# spi_ram_burst_flat

### M2 wires, spi_ram_burst_flat

The bar under the picture is 100 µm long.
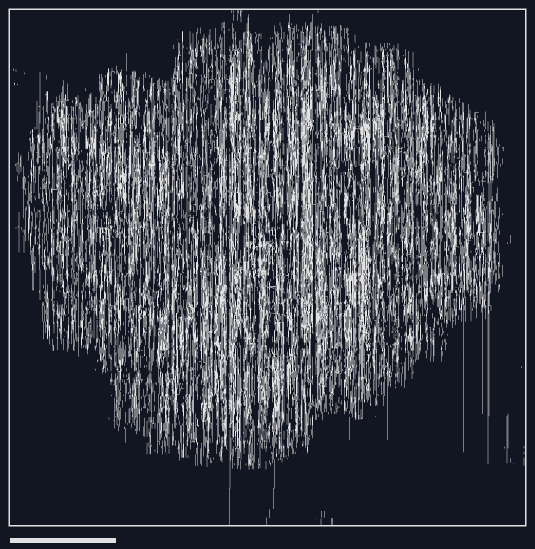

File: config.mk
export PLATFORM = sky130hd
export DESIGN_NAME = spi_ram_burst_flat
export DESIGN_NICKNAME = d
export VERILOG_FILES = /design/src/rtl/spi_ram_pkg.sv /design/src/rtl/spi_ram_burst_if.sv /design/src/rtl/ram_ptr.sv /design/src/rtl/spi_ram_burst.sv /design/src/flat_wrapper.sv
export SDC_FILE = /design/constraint.sdc
export NUM_CORES = 2
export LEC_CHECK = 0
export ABC_AREA = 0
export CAP_MARGIN = 10
export CORE_MARGIN = 2
export CORE_UTILIZATION = 35
export DETAILED_ROUTE_END_ITERATION = 7
export SYNTH_ARGS = -nofsm -noshare
export SYNTH_HDL_FRONTEND = slang
export SYNTH_SLANG_ARGS = --single-unit
File: constraint.sdc
create_clock -name clk -period 2.3 [get_ports clk]
set_input_delay 0.23 -clock clk [delete_from_list [all_inputs] [get_ports clk]]
set_output_delay 0.23 -clock clk [all_outputs]
set_load 0.05 [all_outputs]
File: src/rtl/spi_ram_pkg.sv
// spi_ram_pkg: command encoding and pointer wrap helper shared by the SPI RAM blocks.
package spi_ram_pkg;
    typedef enum logic [1:0] {
        CMD_WR_ADDR = 2'b00,
        CMD_WR_DATA = 2'b01,
        CMD_RD_ADDR = 2'b10,
        CMD_RD_DATA = 2'b11
    } cmd_e;

    function automatic int unsigned next_ptr(int unsigned ptr, int unsigned depth);
        return (ptr == depth - 1) ? 0 : ptr + 1;
    endfunction
endpackage

File: src/rtl/spi_ram_burst_if.sv
// spi_ram_burst_if: command word stream in, read data and status out.
interface spi_ram_burst_if #(parameter int DATA_WIDTH = 8);
    logic [DATA_WIDTH+1:0] din;
    logic                  rx_valid;
    logic [DATA_WIDTH-1:0] dout;
    logic                  tx_valid;
    logic                  addr_err;
    modport master (output din, rx_valid, input dout, tx_valid, addr_err);
    modport slave  (input din, rx_valid, output dout, tx_valid, addr_err);
endinterface

File: src/rtl/ram_ptr.sv
// ram_ptr: loadable address pointer with range check and optional wrapping post-increment.
module ram_ptr
    import spi_ram_pkg::*;
#(
    parameter int ADDR_WIDTH = 8,
    parameter int DEPTH      = 256,
    parameter int AUTO_INC   = 1,
    parameter int VAL_WIDTH  = ADDR_WIDTH
) (
    input  logic                  clk,
    input  logic                  rst_n,
    input  logic                  load,
    input  logic [VAL_WIDTH-1:0]  load_val,
    input  logic                  step,
    output logic [ADDR_WIDTH-1:0] ptr,
    output logic                  range_err
);
    logic in_range;
    // compare in 32 bits so DEPTH == 2**ADDR_WIDTH does not truncate to zero
    assign in_range  = 32'(load_val) < 32'(DEPTH);
    assign range_err = load && !in_range;

    always_ff @(posedge clk or negedge rst_n) begin
        if (!rst_n) ptr <= '0;
        else if (load && in_range) ptr <= load_val[ADDR_WIDTH-1:0];
        else if (step && AUTO_INC != 0) ptr <= ADDR_WIDTH'(next_ptr(32'(ptr), 32'(DEPTH)));
    end
endmodule

File: src/rtl/spi_ram_burst.sv
// spi_ram_burst: SPI-command-driven single-port RAM with independent write/read pointers
// and optional wrapping burst mode.
module spi_ram_burst
    import spi_ram_pkg::*;
#(
    parameter int DATA_WIDTH = 8,
    parameter int ADDR_WIDTH = 8,
    parameter int DEPTH      = 256,
    parameter int AUTO_INC   = 1
) (
    input  logic           clk,
    input  logic           rst_n,
    spi_ram_burst_if.slave bus
);
    cmd_e                  cmd;
    logic [DATA_WIDTH-1:0] payload;
    logic [ADDR_WIDTH-1:0] wr_ptr, rd_ptr;
    logic                  wr_err, rd_err;
    logic [DATA_WIDTH-1:0] mem [DEPTH];

    assign cmd     = cmd_e'(bus.din[DATA_WIDTH+1:DATA_WIDTH]);
    assign payload = bus.din[DATA_WIDTH-1:0];

    ram_ptr #(.ADDR_WIDTH(ADDR_WIDTH), .DEPTH(DEPTH), .AUTO_INC(AUTO_INC), .VAL_WIDTH(DATA_WIDTH)) u_wr (
        .clk(clk), .rst_n(rst_n),
        .load(bus.rx_valid && cmd == CMD_WR_ADDR), .load_val(payload),
        .step(bus.rx_valid && cmd == CMD_WR_DATA),
        .ptr(wr_ptr), .range_err(wr_err)
    );

    ram_ptr #(.ADDR_WIDTH(ADDR_WIDTH), .DEPTH(DEPTH), .AUTO_INC(AUTO_INC), .VAL_WIDTH(DATA_WIDTH)) u_rd (
        .clk(clk), .rst_n(rst_n),
        .load(bus.rx_valid && cmd == CMD_RD_ADDR), .load_val(payload),
        .step(bus.rx_valid && cmd == CMD_RD_DATA),
        .ptr(rd_ptr), .range_err(rd_err)
    );

    // memory is deliberately left out of reset so contents survive rst_n
    always_ff @(posedge clk) begin
        if (bus.rx_valid && cmd == CMD_WR_DATA) mem[wr_ptr] <= payload;
    end

    always_ff @(posedge clk or negedge rst_n) begin
        if (!rst_n) begin
            bus.dout     <= '0;
            bus.tx_valid <= 1'b0;
            bus.addr_err <= 1'b0;
        end else begin
            bus.addr_err <= wr_err || rd_err;
            if (bus.rx_valid) begin
                bus.tx_valid <= cmd == CMD_RD_DATA;
                if (cmd == CMD_RD_DATA) bus.dout <= mem[rd_ptr];
            end
        end
    end
endmodule

File: src/flat_wrapper.sv
// flat-port wrapper written by rule: the top's interface ports become plain ports
module spi_ram_burst_flat import spi_ram_pkg::*;
#(
    parameter int DATA_WIDTH = 8,
    parameter int ADDR_WIDTH = 8,
    parameter int DEPTH      = 256,
    parameter int AUTO_INC   = 1
)
  (clk, rst_n, bus_din, bus_rx_valid, bus_dout, bus_tx_valid, bus_addr_err);
  spi_ram_burst_if #(.DATA_WIDTH(DATA_WIDTH)) bus_i ();
  input  logic clk;
  input  logic rst_n;
  input wire logic [$bits(bus_i.din)-1:0] bus_din;
  input wire logic [$bits(bus_i.rx_valid)-1:0] bus_rx_valid;
  output wire logic [$bits(bus_i.dout)-1:0] bus_dout;
  output wire logic [$bits(bus_i.tx_valid)-1:0] bus_tx_valid;
  output wire logic [$bits(bus_i.addr_err)-1:0] bus_addr_err;
  assign bus_i.din = bus_din;
  assign bus_i.rx_valid = bus_rx_valid;
  assign bus_dout = bus_i.dout;
  assign bus_tx_valid = bus_i.tx_valid;
  assign bus_addr_err = bus_i.addr_err;
  spi_ram_burst #(.DATA_WIDTH(DATA_WIDTH), .ADDR_WIDTH(ADDR_WIDTH), .DEPTH(DEPTH), .AUTO_INC(AUTO_INC)) u_core (.clk(clk), .rst_n(rst_n), .bus(bus_i));
endmodule
# imem_loader

$ cat config.mk
export PLATFORM = sky130hd
export DESIGN_NAME = imem_loader
export DESIGN_NICKNAME = d
export VERILOG_FILES = /design/src/rtl/imem_loader.sv
export SDC_FILE = /design/constraint.sdc
export NUM_CORES = 2
export LEC_CHECK = 0
export ABC_AREA = 0
export CAP_MARGIN = 20
export CORE_UTILIZATION = 56
export DETAILED_ROUTE_END_ITERATION = 8
export PLACE_DENSITY = 0.75
export SLEW_MARGIN = 10
export SYNTH_ARGS = -nofsm -noshare
export SYNTH_HDL_FRONTEND = slang
export SYNTH_SLANG_ARGS = --single-unit
$ cat constraint.sdc
create_clock -name clk -period 4.05 [get_ports clk]
set_input_delay 0.6075 -clock clk [delete_from_list [all_inputs] [get_ports clk]]
set_output_delay 0.6075 -clock clk [all_outputs]
set_load 0.01 [all_outputs]
$ cat src/rtl/imem_loader.sv
// imem_loader: parametrised instruction memory with a synchronous fetch port and a byte-serial program loader.
// Latency: a fetch accepted at edge N presents data/fault with IMEM_valid during cycle N+1; one fetch per cycle.
// Backpressure: IMEM_ready is low while loading (requests are dropped); IMEM_load_ready is high only while loading.
// Optional feature macro: IMEM_PARITY_EN (stores an even-parity bit per word, checked on fetch).
module imem_loader #(
    parameter int DATA_W = 32,
    parameter int ADDR_W = 32,
    parameter int DEPTH  = 64
) (
    input  logic                     clk,
    input  logic                     rst_n,
    input  logic                     IMEM_load_start,
    input  logic                     IMEM_load_end,
    input  logic                     IMEM_load_valid,
    input  logic [7:0]               IMEM_load_byte,
    output logic                     IMEM_load_ready,
    output logic [$clog2(DEPTH):0]   IMEM_load_count,
    input  logic                     IMEM_req,
    input  logic [ADDR_W-1:0]        IMEM_PC,
    output logic                     IMEM_ready,
    output logic                     IMEM_valid,
    output logic [DATA_W-1:0]        IMEM_instruction,
    output logic                     IMEM_fault
);

    // Bytes per word, byte-offset width, word-index width.
    localparam int BPW    = DATA_W / 8;
    localparam int SH     = $clog2(BPW);
    localparam int IDX_W  = $clog2(DEPTH);
    localparam int CNT_W  = IDX_W + 1;
    // Lane counter needs at least one bit even for byte-wide words.
    localparam int LANE_W = (SH > 0) ? SH : 1;

`ifdef IMEM_PARITY_EN
    localparam int MEM_W = DATA_W + 1;
`else
    localparam int MEM_W = DATA_W;
`endif

    typedef enum logic [0:0] {
        S_IDLE = 1'b0,
        S_LOAD = 1'b1
    } state_t;

    state_t                 state_q;
    state_t                 state_d;

    // Loader datapath state.
    logic [IDX_W-1:0]       ptr_q;
    logic [LANE_W-1:0]      lane_q;
    logic [CNT_W-1:0]       load_cnt_q;
    logic [DATA_W-1:0]      asm_q;

    // Loader control decoded by the FSM.
    logic                   restart;
    logic                   take_byte;
    logic                   word_done;
    logic                   lane_last;
    logic                   ptr_last;

    // Word being assembled including the byte presented this cycle.
    logic [DATA_W-1:0]      word_next;
    logic [MEM_W-1:0]       mem_wdata;

    // Storage; deliberately not reset so a program survives rst_n.
    logic [MEM_W-1:0]       mem [DEPTH];

    // Fetch-side decode.
    logic                   fetch_acc;
    logic                   misalign;
    logic                   out_of_range;
    logic                   addr_fault;
    logic [IDX_W-1:0]       fetch_idx;
    logic [MEM_W-1:0]       rd_word;
    logic [DATA_W-1:0]      rd_data;
    logic                   par_err;

    assign lane_last = (lane_q == LANE_W'(BPW - 1));
    assign ptr_last  = (ptr_q == IDX_W'(DEPTH - 1));

    assign IMEM_ready      = (state_q == S_IDLE);
    assign IMEM_load_ready = (state_q == S_LOAD);
    assign IMEM_load_count = load_cnt_q;

    // State register.
    always_ff @(posedge clk or negedge rst_n) begin
        if (!rst_n) begin
            state_q <= S_IDLE;
        end else begin
            state_q <= state_d;
        end
    end

    // Next state and loader control: start beats end, and a byte arriving with end is taken first.
    always_comb begin
        state_d   = state_q;
        restart   = 1'b0;
        take_byte = 1'b0;
        word_done = 1'b0;
        case (state_q)
            S_IDLE: begin
                if (IMEM_load_start) begin
                    state_d = S_LOAD;
                    restart = 1'b1;
                end
            end
            S_LOAD: begin
                if (IMEM_load_start) begin
                    restart = 1'b1;
                end else begin
                    take_byte = IMEM_load_valid;
                    word_done = IMEM_load_valid && lane_last;
                    if (word_done && ptr_last) begin
                        state_d = S_IDLE;
                    end else if (IMEM_load_end) begin
                        state_d = S_IDLE;
                    end
                end
            end
            default: begin
                state_d = S_IDLE;
            end
        endcase
    end

    // Merge the incoming byte into its little-endian lane.
    always_comb begin
        word_next = asm_q;
        word_next[lane_q*8 +: 8] = IMEM_load_byte;
    end

`ifdef IMEM_PARITY_EN
    assign mem_wdata = {^word_next, word_next};
`else
    assign mem_wdata = word_next;
`endif

    // Loader pointer, lane counter, word counter and assembly register.
    always_ff @(posedge clk or negedge rst_n) begin
        if (!rst_n) begin
            ptr_q      <= '0;
            lane_q     <= '0;
            load_cnt_q <= '0;
            asm_q      <= '0;
        end else if (restart) begin
            ptr_q      <= '0;
            lane_q     <= '0;
            load_cnt_q <= '0;
            asm_q      <= '0;
        end else if (take_byte) begin
            if (word_done) begin
                ptr_q      <= ptr_q + 1'b1;
                lane_q     <= '0;
                load_cnt_q <= load_cnt_q + 1'b1;
                asm_q      <= '0;
            end else begin
                lane_q     <= lane_q + 1'b1;
                asm_q      <= word_next;
            end
        end
    end

    // Commit a completed word; writes only happen while loading, so they never collide with a fetch.
    always_ff @(posedge clk) begin
        if (word_done) begin
            mem[ptr_q] <= mem_wdata;
        end
    end

    assign fetch_acc    = IMEM_req && IMEM_ready;
    assign misalign     = |(IMEM_PC & ADDR_W'(BPW - 1));
    assign out_of_range = (IMEM_PC >> SH) >= ADDR_W'(DEPTH);
    assign addr_fault   = misalign || out_of_range;
    assign fetch_idx    = IDX_W'(IMEM_PC >> SH);
    assign rd_word      = mem[fetch_idx];
    assign rd_data      = rd_word[DATA_W-1:0];

`ifdef IMEM_PARITY_EN
    assign par_err = ^rd_word;
`else
    assign par_err = 1'b0;
`endif

    // Fetch response register: valid pulses per accepted request, data and fault hold otherwise.
    always_ff @(posedge clk or negedge rst_n) begin
        if (!rst_n) begin
            IMEM_valid       <= 1'b0;
            IMEM_instruction <= '0;
            IMEM_fault       <= 1'b0;
        end else begin
            IMEM_valid <= fetch_acc;
            if (fetch_acc) begin
                if (addr_fault || par_err) begin
                    IMEM_instruction <= '0;
                    IMEM_fault       <= 1'b1;
                end else begin
                    IMEM_instruction <= rd_data;
                    IMEM_fault       <= 1'b0;
                end
            end
        end
    end

endmodule
# mdu_sequencer

**config.mk**
```make
export PLATFORM = sky130hd
export DESIGN_NAME = mdu_sequencer
export DESIGN_NICKNAME = d
export VERILOG_FILES = /design/src/rtl/mdu_pkg.sv /design/src/rtl/mdu_step.sv /design/src/rtl/mdu_sequencer.sv
export SDC_FILE = /design/constraint.sdc
export NUM_CORES = 1
export LEC_CHECK = 0
export ABC_AREA = 1
export CORE_ASPECT_RATIO = 1.25
export CORE_MARGIN = 2
export CORE_UTILIZATION = 40
export CTS_CLUSTER_SIZE = 25
export DETAILED_ROUTE_END_ITERATION = 10
export GPL_TIMING_DRIVEN = 0
export PLACE_DENSITY = 0.57
export SETUP_SLACK_MARGIN = 0.3
export SYNTH_ARGS = -nofsm -noshare
export SYNTH_HDL_FRONTEND = slang
export SYNTH_SLANG_ARGS = --single-unit
```
**constraint.sdc**
```tcl
create_clock -name clk -period 10.2 [get_ports clk]
set_clock_uncertainty 0.2 [all_clocks]
set_input_delay 2.55 -clock clk [delete_from_list [all_inputs] [get_ports clk]]
set_output_delay 2.55 -clock clk [all_outputs]
set_load 0.05 [all_outputs]
```
**src/rtl/mdu_pkg.sv**
```systemverilog
// Shared encodings for the multiply/divide unit: op codes, FSM states, helpers.
package mdu_pkg;

    localparam logic [1:0] OP_MULT  = 2'b00;
    localparam logic [1:0] OP_MULTU = 2'b01;
    localparam logic [1:0] OP_DIV   = 2'b10;
    localparam logic [1:0] OP_DIVU  = 2'b11;

    typedef enum logic [2:0] {
        IDLE = 3'd0,
        PREP = 3'd1,
        RUN  = 3'd2,
        FIX  = 3'd3,
        DONE = 3'd4
    } state_e;

    // The low op bit distinguishes the unsigned variants.
    function automatic logic is_signed(input logic [1:0] op);
        return ~op[0];
    endfunction

    // The high op bit selects divide over multiply.
    function automatic logic is_div(input logic [1:0] op);
        return op[1];
    endfunction

endpackage

```
**src/rtl/mdu_step.sv**
```systemverilog
// One iteration of the iterative engine on unsigned magnitudes.
// Multiply: acc = {partial product, remaining multiplier bits}; shift-add.
// Divide:   acc = {remainder, dividend bits / quotient bits}; restoring.
module mdu_step
    import mdu_pkg::*;
#(
    parameter int WIDTH = 32
) (
    input  logic [2*WIDTH-1:0] acc_i,
    input  logic [WIDTH-1:0]   operand_i,
    input  logic               div_mode_i,
    output logic [2*WIDTH-1:0] acc_o
);

    logic [WIDTH:0] sum;
    logic [WIDTH:0] rem_sh;
    logic [WIDTH:0] trial;

    // Both datapaths are evaluated; mode picks which one advances the accumulator.
    // The trial difference keeps one extra bit so its MSB is the subtract borrow
    // (the shifted remainder is always below twice the divisor, so it fits).
    always_comb begin
        sum    = {1'b0, acc_i[2*WIDTH-1:WIDTH]} + (acc_i[0] ? {1'b0, operand_i} : '0);
        rem_sh = {acc_i[2*WIDTH-1:WIDTH], acc_i[WIDTH-1]};
        trial  = rem_sh - {1'b0, operand_i};
        acc_o  = {sum, acc_i[WIDTH-1:1]};
        if (div_mode_i) begin
            if (!trial[WIDTH]) begin
                acc_o = {trial[WIDTH-1:0], acc_i[WIDTH-2:0], 1'b1};
            end else begin
                acc_o = {rem_sh[WIDTH-1:0], acc_i[WIDTH-2:0], 1'b0};
            end
        end
    end

endmodule

```
**src/rtl/mdu_sequencer.sv**
```systemverilog
// Multicycle MULT/MULTU/DIV/DIVU sequencer with the HI/LO register pair.
// Works on magnitudes and applies signs in a final fix-up cycle.
module mdu_sequencer
    import mdu_pkg::*;
#(
    parameter int WIDTH = 32
) (
    input  logic             clk,
    input  logic             rst,
    input  logic             start_i,
    input  logic [1:0]       op_i,
    input  logic [WIDTH-1:0] rs_val_i,
    input  logic [WIDTH-1:0] rt_val_i,
    input  logic             mthi_i,
    input  logic             mtlo_i,
    input  logic [WIDTH-1:0] wdata_i,
    output logic [WIDTH-1:0] hi_o,
    output logic [WIDTH-1:0] lo_o,
    output logic             busy_o,
    output logic             done_o,
    output logic             div_zero_o
);

    localparam int CW = $clog2(WIDTH + 1);

    state_e               state_q;
    logic [CW-1:0]        cnt_q;
    logic [1:0]           op_q;
    logic [WIDTH-1:0]     rs_q;
    logic [WIDTH-1:0]     rt_q;
    logic [2*WIDTH-1:0]   acc_q;
    logic [2*WIDTH-1:0]   acc_d;
    logic [WIDTH-1:0]     opnd_q;
    logic                 neg_res_q;
    logic                 neg_rem_q;
    logic [WIDTH-1:0]     hi_q;
    logic [WIDTH-1:0]     lo_q;
    logic                 busy_q;
    logic                 done_q;
    logic                 div_zero_q;

    logic                 signed_op;
    logic                 div_op;
    logic [WIDTH-1:0]     rs_mag;
    logic [WIDTH-1:0]     rt_mag;
    logic [WIDTH-1:0]     hi_fix;
    logic [WIDTH-1:0]     lo_fix;

    mdu_step #(.WIDTH(WIDTH)) u_step (
        .acc_i      (acc_q),
        .operand_i  (opnd_q),
        .div_mode_i (div_op),
        .acc_o      (acc_d)
    );

    // Operand magnitudes taken from the operands latched at start.
    always_comb begin
        signed_op = is_signed(op_q);
        div_op    = is_div(op_q);
        rs_mag    = (signed_op && rs_q[WIDTH-1]) ? -rs_q : rs_q;
        rt_mag    = (signed_op && rt_q[WIDTH-1]) ? -rt_q : rt_q;
    end

    // Sign fix-up: product negated as a whole; quotient and remainder separately.
    always_comb begin
        {hi_fix, lo_fix} = neg_res_q ? -acc_q : acc_q;
        if (div_op) begin
            hi_fix = neg_rem_q ? -acc_q[2*WIDTH-1:WIDTH] : acc_q[2*WIDTH-1:WIDTH];
            lo_fix = neg_res_q ? -acc_q[WIDTH-1:0]       : acc_q[WIDTH-1:0];
        end
    end

    // Control FSM, iteration counter and HI/LO registers with registered status outputs.
    always_ff @(posedge clk or posedge rst) begin
        if (rst) begin
            state_q    <= IDLE;
            cnt_q      <= '0;
            op_q       <= '0;
            rs_q       <= '0;
            rt_q       <= '0;
            acc_q      <= '0;
            opnd_q     <= '0;
            neg_res_q  <= 1'b0;
            neg_rem_q  <= 1'b0;
            hi_q       <= '0;
            lo_q       <= '0;
            busy_q     <= 1'b0;
            done_q     <= 1'b0;
            div_zero_q <= 1'b0;
        end else begin
            case (state_q)
                IDLE: begin
                    done_q     <= 1'b0;
                    div_zero_q <= 1'b0;
                    if (mthi_i) hi_q <= wdata_i;
                    if (mtlo_i) lo_q <= wdata_i;
                    // A move in the same cycle wins; the start is dropped.
                    if (start_i && !mthi_i && !mtlo_i) begin
                        op_q    <= op_i;
                        rs_q    <= rs_val_i;
                        rt_q    <= rt_val_i;
                        busy_q  <= 1'b1;
                        state_q <= PREP;
                    end
                end
                PREP: begin
                    cnt_q <= CW'(WIDTH);
                    if (div_op) begin
                        acc_q     <= {{WIDTH{1'b0}}, rs_mag};
                        opnd_q    <= rt_mag;
                        neg_res_q <= signed_op & (rs_q[WIDTH-1] ^ rt_q[WIDTH-1]);
                        neg_rem_q <= signed_op & rs_q[WIDTH-1];
                    end else begin
                        acc_q     <= {{WIDTH{1'b0}}, rt_mag};
                        opnd_q    <= rs_mag;
                        neg_res_q <= signed_op & (rs_q[WIDTH-1] ^ rt_q[WIDTH-1]);
                        neg_rem_q <= 1'b0;
                    end
                    if (div_op && (rt_q == '0)) begin
                        done_q     <= 1'b1;
                        div_zero_q <= 1'b1;
                        state_q    <= DONE;
                    end else begin
                        state_q    <= RUN;
                    end
                end
                RUN: begin
                    acc_q <= acc_d;
                    cnt_q <= cnt_q - CW'(1);
                    if (cnt_q == CW'(1)) state_q <= FIX;
                end
                FIX: begin
                    hi_q    <= hi_fix;
                    lo_q    <= lo_fix;
                    done_q  <= 1'b1;
                    state_q <= DONE;
                end
                DONE: begin
                    done_q     <= 1'b0;
                    div_zero_q <= 1'b0;
                    busy_q     <= 1'b0;
                    state_q    <= IDLE;
                end
                default: begin
                    busy_q  <= 1'b0;
                    state_q <= IDLE;
                end
            endcase
        end
    end

    assign hi_o       = hi_q;
    assign lo_o       = lo_q;
    assign busy_o     = busy_q;
    assign done_o     = done_q;
    assign div_zero_o = div_zero_q;

endmodule

```
# led_chaser_n

`src/rtl/led_chaser_n.sv`:
```
// Parametrised LED chaser: rotate left/right, bounce and bar-fill patterns
// stepped by a programmable prescaler, with step and wrap strobes.
module led_chaser_n #(
  parameter int N_LEDS = 7,
  parameter int DIV_W  = 8
) (
  input  logic              clk,
  input  logic              rst,
  input  logic              en,
  input  logic [1:0]        mode,
  input  logic [DIV_W-1:0]  div,
  output logic [N_LEDS-1:0] led,
  output logic              step,
  output logic              wrap
);

  localparam int LW = $clog2(N_LEDS + 1);

  typedef enum logic [1:0] {
    MODE_ROL    = 2'b00,
    MODE_ROR    = 2'b01,
    MODE_BOUNCE = 2'b10,
    MODE_FILL   = 2'b11
  } mode_t;

  typedef enum logic {
    DIR_UP   = 1'b0,
    DIR_DOWN = 1'b1
  } dir_t;

  mode_t             mode_q, mode_d, mode_in;
  dir_t              dir, dir_d, adv_dir;
  logic [DIV_W-1:0]  cnt, cnt_d;
  logic [LW-1:0]     level, level_d, adv_level;
  logic [N_LEDS-1:0] led_d, adv_led;
  logic              step_d, wrap_d;

  function automatic logic [N_LEDS-1:0] start_pattern(input mode_t m);
    logic [N_LEDS-1:0] p;
    p = '0;
    case (m)
      MODE_ROL, MODE_BOUNCE: p[0] = 1'b1;
      MODE_ROR:              p[N_LEDS-1] = 1'b1;
      default:               p = '0;
    endcase
    return p;
  endfunction

  function automatic logic [N_LEDS-1:0] thermometer(input logic [LW-1:0] lvl);
    logic [N_LEDS-1:0] t;
    for (int i = 0; i < N_LEDS; i++) t[i] = (i < int'(lvl));
    return t;
  endfunction

  always_ff @(posedge clk or negedge rst) begin
    if (!rst) begin
      mode_q <= MODE_ROL;
      led    <= {{(N_LEDS-1){1'b0}}, 1'b1};
      cnt    <= '0;
      dir    <= DIR_UP;
      level  <= '0;
      step   <= 1'b0;
      wrap   <= 1'b0;
    end else begin
      mode_q <= mode_d;
      led    <= led_d;
      cnt    <= cnt_d;
      dir    <= dir_d;
      level  <= level_d;
      step   <= step_d;
      wrap   <= wrap_d;
    end
  end

  // Candidate next pattern for the current mode, used only on a tick.
  always_comb begin
    adv_led   = led;
    adv_dir   = dir;
    adv_level = level;
    case (mode_q)
      MODE_ROL: adv_led = {led[N_LEDS-2:0], led[N_LEDS-1]};
      MODE_ROR: adv_led = {led[0], led[N_LEDS-1:1]};
      MODE_BOUNCE: begin
        if (dir == DIR_UP) begin
          adv_led = led << 1;
          if (adv_led[N_LEDS-1]) adv_dir = DIR_DOWN;
        end else begin
          adv_led = led >> 1;
          if (adv_led[0]) adv_dir = DIR_UP;
        end
      end
      MODE_FILL: begin
        adv_level = (level == LW'(N_LEDS)) ? '0 : level + 1'b1;
        adv_led   = thermometer(adv_level);
      end
      default: adv_led = led;
    endcase
  end

  // A mode change reloads everything and beats both en and the prescaler.
  always_comb begin
    mode_in = mode_t'(mode);
    mode_d  = mode_q;
    led_d   = led;
    cnt_d   = cnt;
    dir_d   = dir;
    level_d = level;
    step_d  = 1'b0;
    wrap_d  = 1'b0;
    if (mode_in != mode_q) begin
      mode_d  = mode_in;
      led_d   = start_pattern(mode_in);
      cnt_d   = '0;
      dir_d   = DIR_UP;
      level_d = '0;
    end else if (en) begin
      if (cnt >= div) begin
        cnt_d   = '0;
        led_d   = adv_led;
        dir_d   = adv_dir;
        level_d = adv_level;
        step_d  = 1'b1;
        wrap_d  = (adv_led == start_pattern(mode_q));
      end else begin
        cnt_d = cnt + 1'b1;
      end
    end
  end

endmodule
```
`config.mk`:
```
export PLATFORM = sky130hd
export DESIGN_NAME = led_chaser_n
export DESIGN_NICKNAME = d
export VERILOG_FILES = /design/src/rtl/led_chaser_n.sv
export SDC_FILE = /design/constraint.sdc
export NUM_CORES = 1
export LEC_CHECK = 0
export ABC_AREA = 0
export CAP_MARGIN = 0
export CORE_ASPECT_RATIO = 1.5
export CORE_MARGIN = 2
export CORE_UTILIZATION = 55
export DETAILED_ROUTE_END_ITERATION = 8
export PLACE_DENSITY_LB_ADDON = 0.08
export SYNTH_ARGS = -nofsm -noshare
export SYNTH_HDL_FRONTEND = slang
export SYNTH_SLANG_ARGS = --single-unit
```
`constraint.sdc`:
```
create_clock -name clk -period 2.1 [get_ports clk]
set_input_delay 0.315 -clock clk [delete_from_list [all_inputs] [get_ports clk]]
set_output_delay 0.315 -clock clk [all_outputs]
set_load 0.005 [all_outputs]
```
### M2 wires, imem_loader

The bar under the picture is 100 µm long.
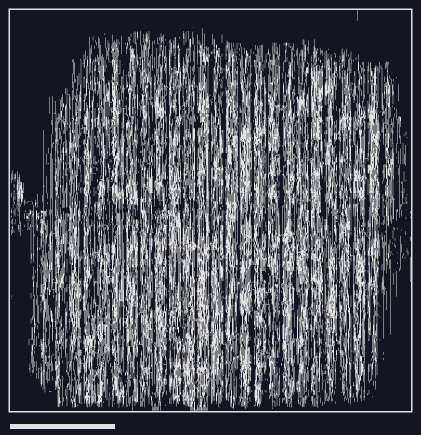
wire length on this layer = 97.7 mm
main direction = vertical
aggregate routed wire length: 201300 µm
met2 track demand over resource: 44.04%
via count: 39580

### Placed standard cells, imem_loader

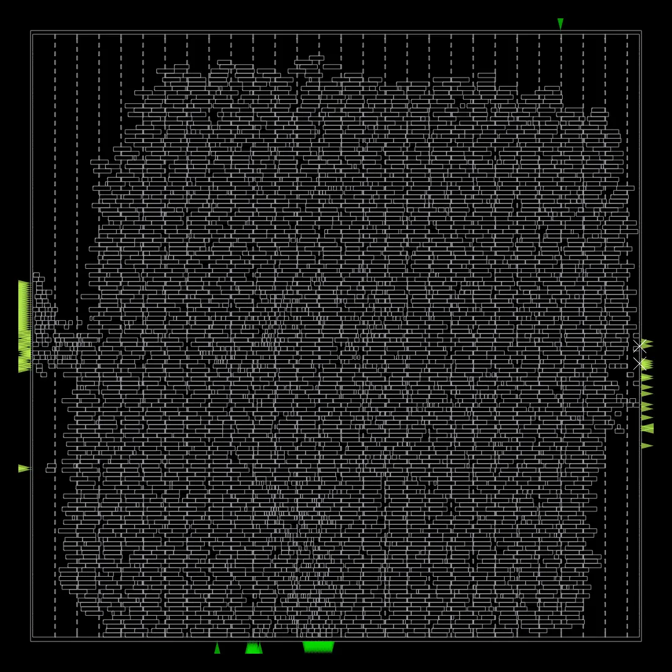
final cell utilization of the core: 65.01%
core area: 143800 µm²
share of cell area taken by flip-flops and latches: 67.97%
count of placed standard cells in the final layout, fillers left out: 5953

==> metrics.sh, imem_loader <==
FINALPOWER_uW=44080
GLOBALROUTE.TOTALOVERFLOW=0
CP_MAX_FO=34
TIMING_HOLD_VIOLATIONS_FINAL=0
TIMING.HOLD.WORST_PATH_DEPTH=2
SYNTH.CELLMIX.ADDERSHARE_PCT=0.1077
DRC_ERRORS=4
POWER-TOP-GROUP='registers'
DRT_FIRST_PASS_ITERS=9
CRITICAL_PATH.MAX_STAGE_DELAY_NS=0.74
CLOCK_BUFFERS=280
LARGEST_CELL_CLASS='registers'
POWER_FRAC_COMB_PCT=4.0
ROUTABILITYCONGESTION=0.8793
CP.BUFFERS_INVERTERS=2
TRACK_USAGE_PCT=27.92
SYNTH-WARNING-COUNT=0
INTERNAL_POWER_uW=34930
TRITONCTS='done'
POST_CTS_BUFFERS=0
SYNTH_FLOPS=2130
CP_NUM_CELLS=6
RUN_STATUS='finished, violations left'
VIOLATIONS_IN_THE_FINAL_REPORTS='DRC'
SEQUENTIAL_CELL_TOTAL=2130
FAMILY_OF_CELLS_WITH_THE_GREATEST_SUMMED_DELAY_ON_THE_CRITICAL_PATH='simple AND/OR/NAND/NOR gates'
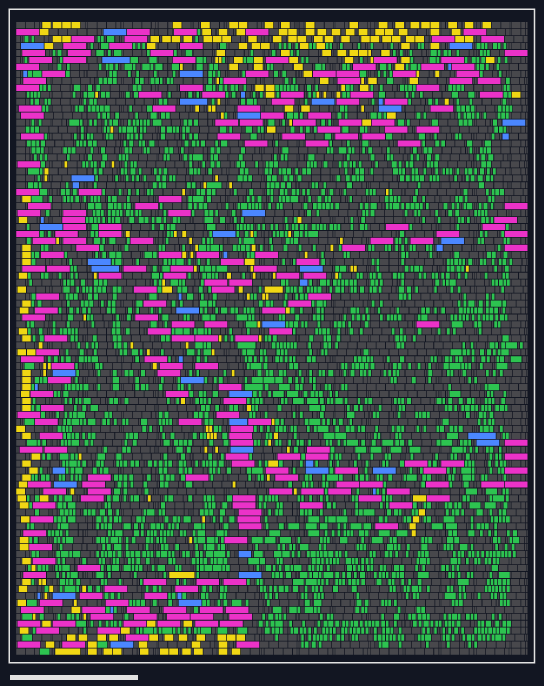
*Cell classes on the final placement, mdu_sequencer*
The bar under the picture is 50 µm long. Fill, decap, tap and diode cells in grey.
magenta -> sequential cells  # cells 240, share of their area 26%
green -> remaining logic cells  # cells 2866, share of their area 59%
blue -> clock drivers and dummy loads  # cells 54, share of their area 4.3%
yellow -> remaining buffers and delay cells  # cells 287, share of their area 10%

==> metrics.sh, mdu_sequencer <==
RUN_STATUS='finished, final reports clean'
CLKSINKCOUNT=240
TOTALNEGATIVESETUPSLACK_NS=0
CP-START-KIND='primary input'
PORTION_OF_THE_POST_SYNTHESIS_AREA_USED_BY_SEQUENTIAL_ELEMENTS_PCT=29.84
TOP_LOGIC_KIND='simple AND/OR/NAND/NOR gates'
GRT_START_MAX_NET_PINS=117
POST_CTS_RESIZED=0
GRT_UTIL_MET3_PCT=4.383
MET3ROUTEDLENGTH_UM=5966
CLK-POWER_uW=1110
VIA_PER_INST=5.641
CLOCK_BUFFERS_AND_INVERTERS_AREA_SHARE_PCT=4.178
POSTLAYOUTCOREUTIL_PCT=47.83
INITIAL_ANTENNA_VIOLATION_COUNT=3
LARGEST_REG_FLOPS=64
SYNTH_TOP_FLOP_CELL='dfrtp_1'
VIA_COUNT=23120
SYNTH.TOP_CELL.AREA_SHARE_PCT=29.84
MET1_CAPACITY_USAGE_DURING_GLOBAL_ROUTING_PCT=42.94
FINALPOWER_uW=9594
CLOCKPOWERSHARE_PCT=11.5
ROUTABILITYCONGESTION=1.049
SIGNAL_BUFFERS=287
TOP_LAYER_IN_USE='met5'
SETUP_VIOLATIONS=0
COMPOUND_AREA_SHARE_PCT=13.98
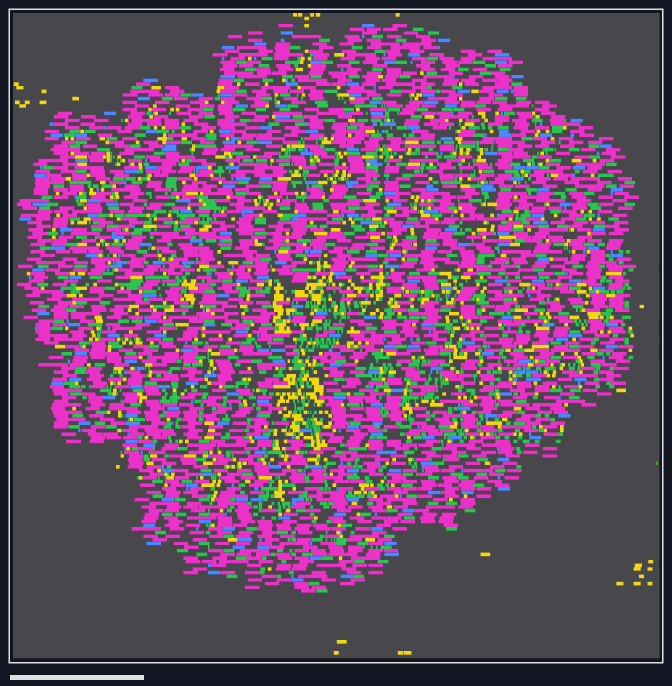
*Cell classes on the final placement, spi_ram_burst_flat*
The bar under the picture is 100 µm long. Fill, decap, tap and diode cells in grey.
magenta -> sequential cells  # cells 2073, share of their area 64%
blue -> clock drivers and dummy loads  # cells 383, share of their area 6.8%
yellow -> remaining buffers and delay cells  # cells 1017, share of their area 9.8%
green -> remaining logic cells  # cells 1702, share of their area 19%

About 'M2 wires' of spi_ram_burst_flat:
wire length on this layer = 109 mm
main direction = vertical
nets with wire on the layer = 4479
share of all routed wire = 48%
longest straight run = 168 µm
aggregate routed wire length: 227300 µm
met2 track demand over resource: 30.41%
via count: 44300

==> metrics.sh, spi_ram_burst_flat <==
RUN_STATUS='finished, violations left'
VIOLATIONS_IN_THE_FINAL_REPORTS='setup timing'
TOP_CELLS_EXCL_FILL_TAP='edfxtp_1 (2048), buf_4 (830), mux4_2 (394), nor2_1 (302), mux2i_1 (225)'
POWER_DENSITY_nW_PER_UM2=928.5
MET1_CAPACITY_USAGE_DURING_GLOBAL_ROUTING_PCT=26.25
SETUP_VIOLATIONS=8
CLKSINKCOUNT=2073
FLOORPLAN.IO_PINS=23
LARGEST_REG_FLOPS=2048
SYNTH_FLOPS=2073
HOLD_PATH_CLASS='primary input to asynchronous set/reset pin'
LARGEST_CELL_CLASS='registers'
TIMING_HOLD_VIOLATIONS_FINAL=0
FIRST_GLOBAL_VIAS=44190
FLOORPLAN.NETS=4039
WORST_SLACK_NS=-0.6554
INTERNAL_POWER_uW=68660
LARGEST_REGISTER='u_core.mem'
SEQ_AREA_SHARE_PCT=61.64
DP_HPWL_UM=150300
TOP_LAYER_IN_USE='met4'
DETAILROUTE.WIRELENGTH.MET2_UM=108900
POST_ROUTE_CELLS_DRIVE_ABOVE_1_SHARE_PCT=35.81
DP.CELLS=7731
DIE.SIZE.X_UM=486.4
### M2 wires, led_chaser_n

The bar under the picture is 10 µm long.
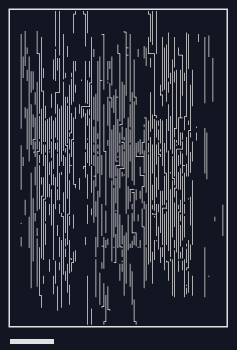
wire length on this layer = 2620 µm
nets with wire on the layer = 225
aggregate routed wire length: 4785 µm
met2 track demand over resource: 50.45%
via count: 1722

==> metrics.sh, led_chaser_n <==
TAP_CELLS=39
CLK_LATENCY_NS=0.26
TOP_CELLS_EXCL_FILL_TAP='dfrtp_1 (21), buf_4 (21), nand2_1 (18), clkdlybuf4s50_1 (18), a21oi_1 (11)'
RUN_STATUS='finished, final reports clean'
SYNTH_FLOPS=23
FINAL_MIN_PERIOD_OVER_CLOCK_PERIOD_PCT=99.80
CLOCKPOWERSHARE_PCT=29.7
MET1_CAPACITY_USAGE_DURING_GLOBAL_ROUTING_PCT=29.36
CRITPATHLAUNCH='div[3]'
DETAIL_ROUTE.ITER0.VIOLATIONS=80
P_SW_SHARE_PCT=27.18
GLOBALROUTE.TOTALOVERFLOW=0
POWER-TOP-GROUP='registers'
DETAILROUTE.WIRELENGTH.MET2_UM=2615
POSTLAYOUTCOREUTIL_PCT=76.20
COMB_CELLS=145
INVERTERS=13
WORST_EP_REQUIRED_TIME_NS=2.24
SYN2LAYOUT_AREA_GROWTH_PCT=30.83

## Gallery

Supply network.
Pins as bars on the die edge. Tap cells in grey.
shot_01.png
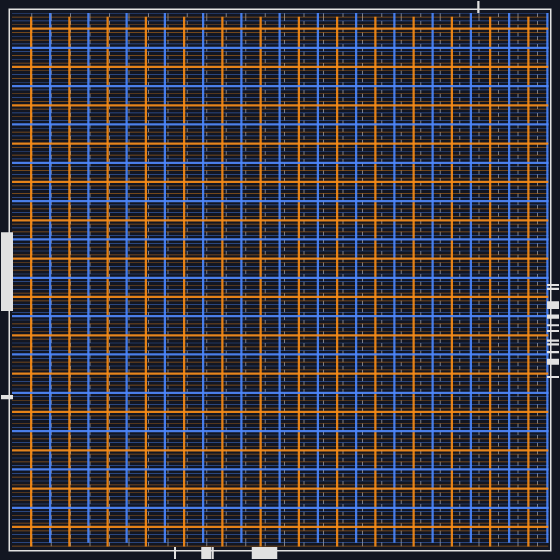
shot_02.png
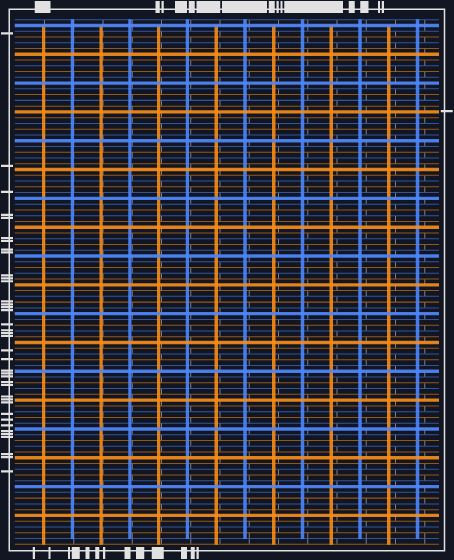
shot_03.png
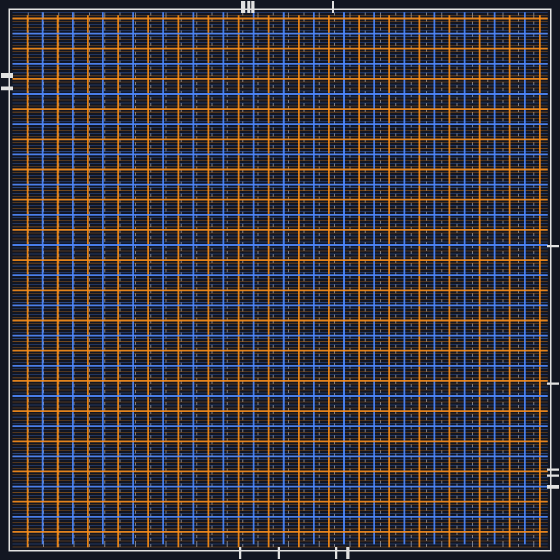
shot_04.png
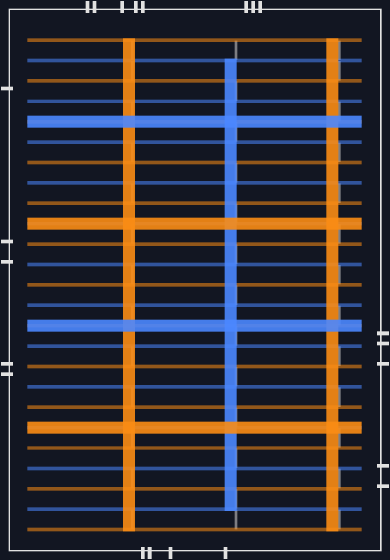
shot_01.png -> imem_loader
shot_02.png -> mdu_sequencer
shot_04.png -> led_chaser_n
shot_03.png -> spi_ram_burst_flat
The one with the most pins is shot_02.png.
The one with the smallest die is shot_04.png.



==> notes/layouts.md <==
Pictures saved along the way, in no particular order.

Clock distribution.
image #1
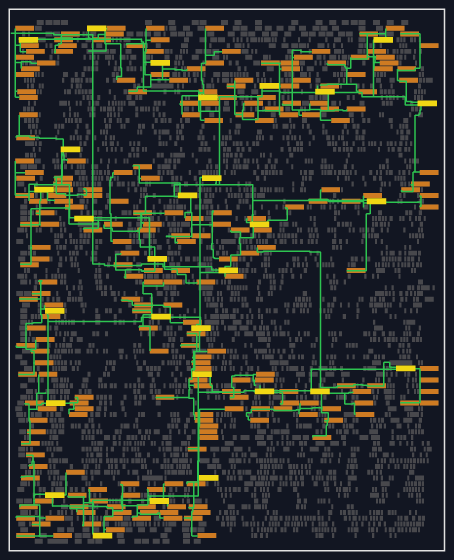
image #2
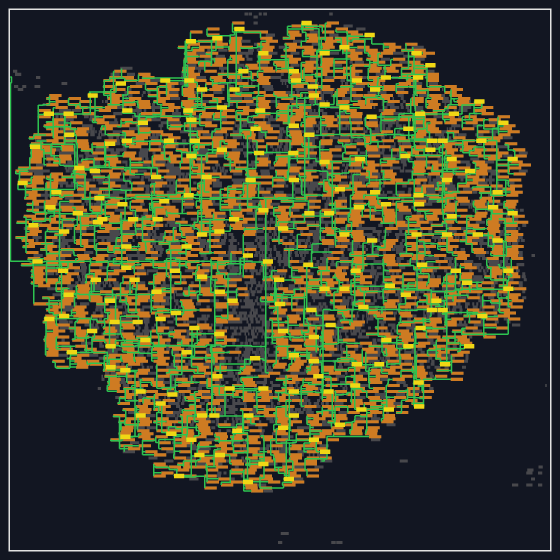
image #3
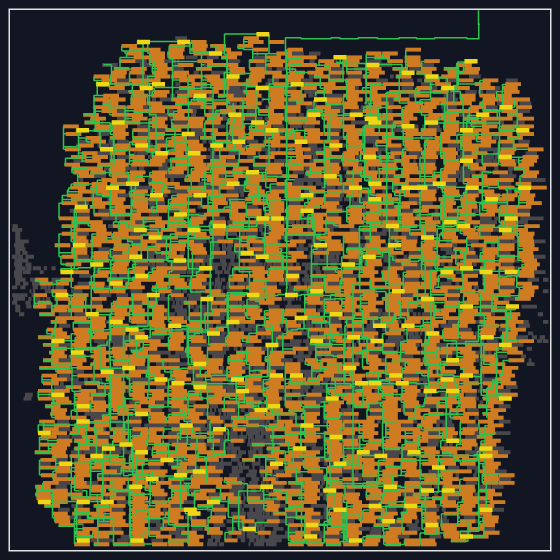
image #4
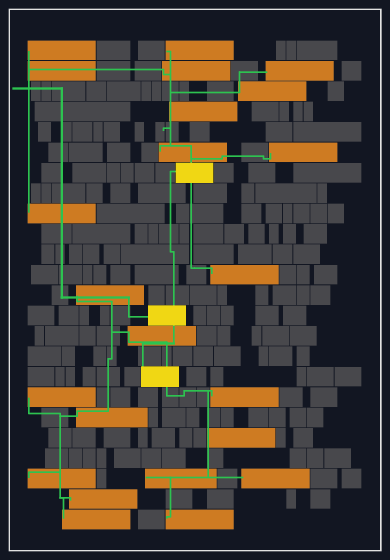
Of these, fewest sequential cells: image #4
image #3: imem_loader
image #4: led_chaser_n
image #2: spi_ram_burst_flat
image #1: mdu_sequencer

Key to image #4:
yellow -> clock-net drivers  # count 3
orange -> flip-flops  # count 23
green -> clock wires  # length 300 µm
routed clock nets = 4


==> gallery <==
Placed standard cells.
panel A
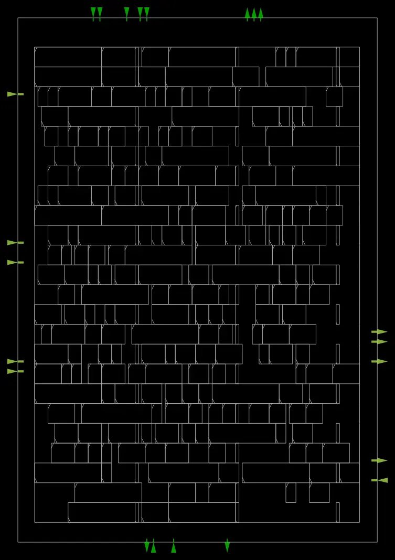
panel B
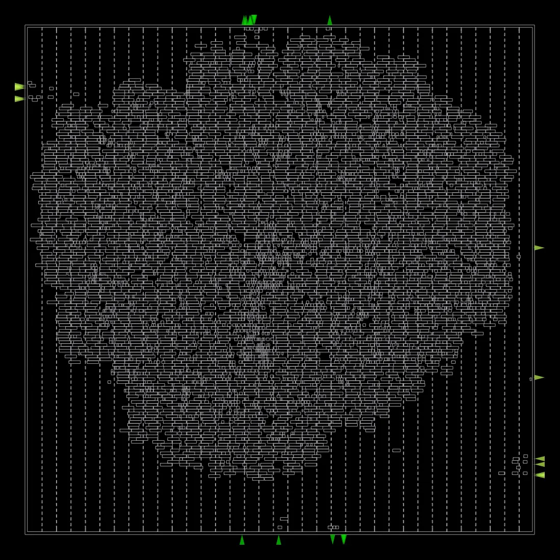
panel C
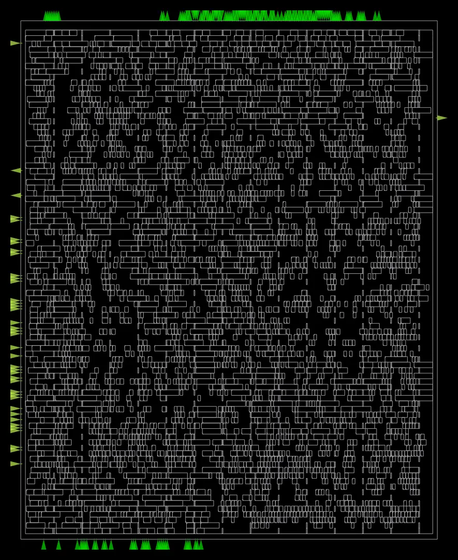
Of these, highest utilization: panel A
Of these, fewest cells: panel A
panel B -> spi_ram_burst_flat
panel C -> mdu_sequencer
panel A -> led_chaser_n

Power and IR drop assume default switching activity.
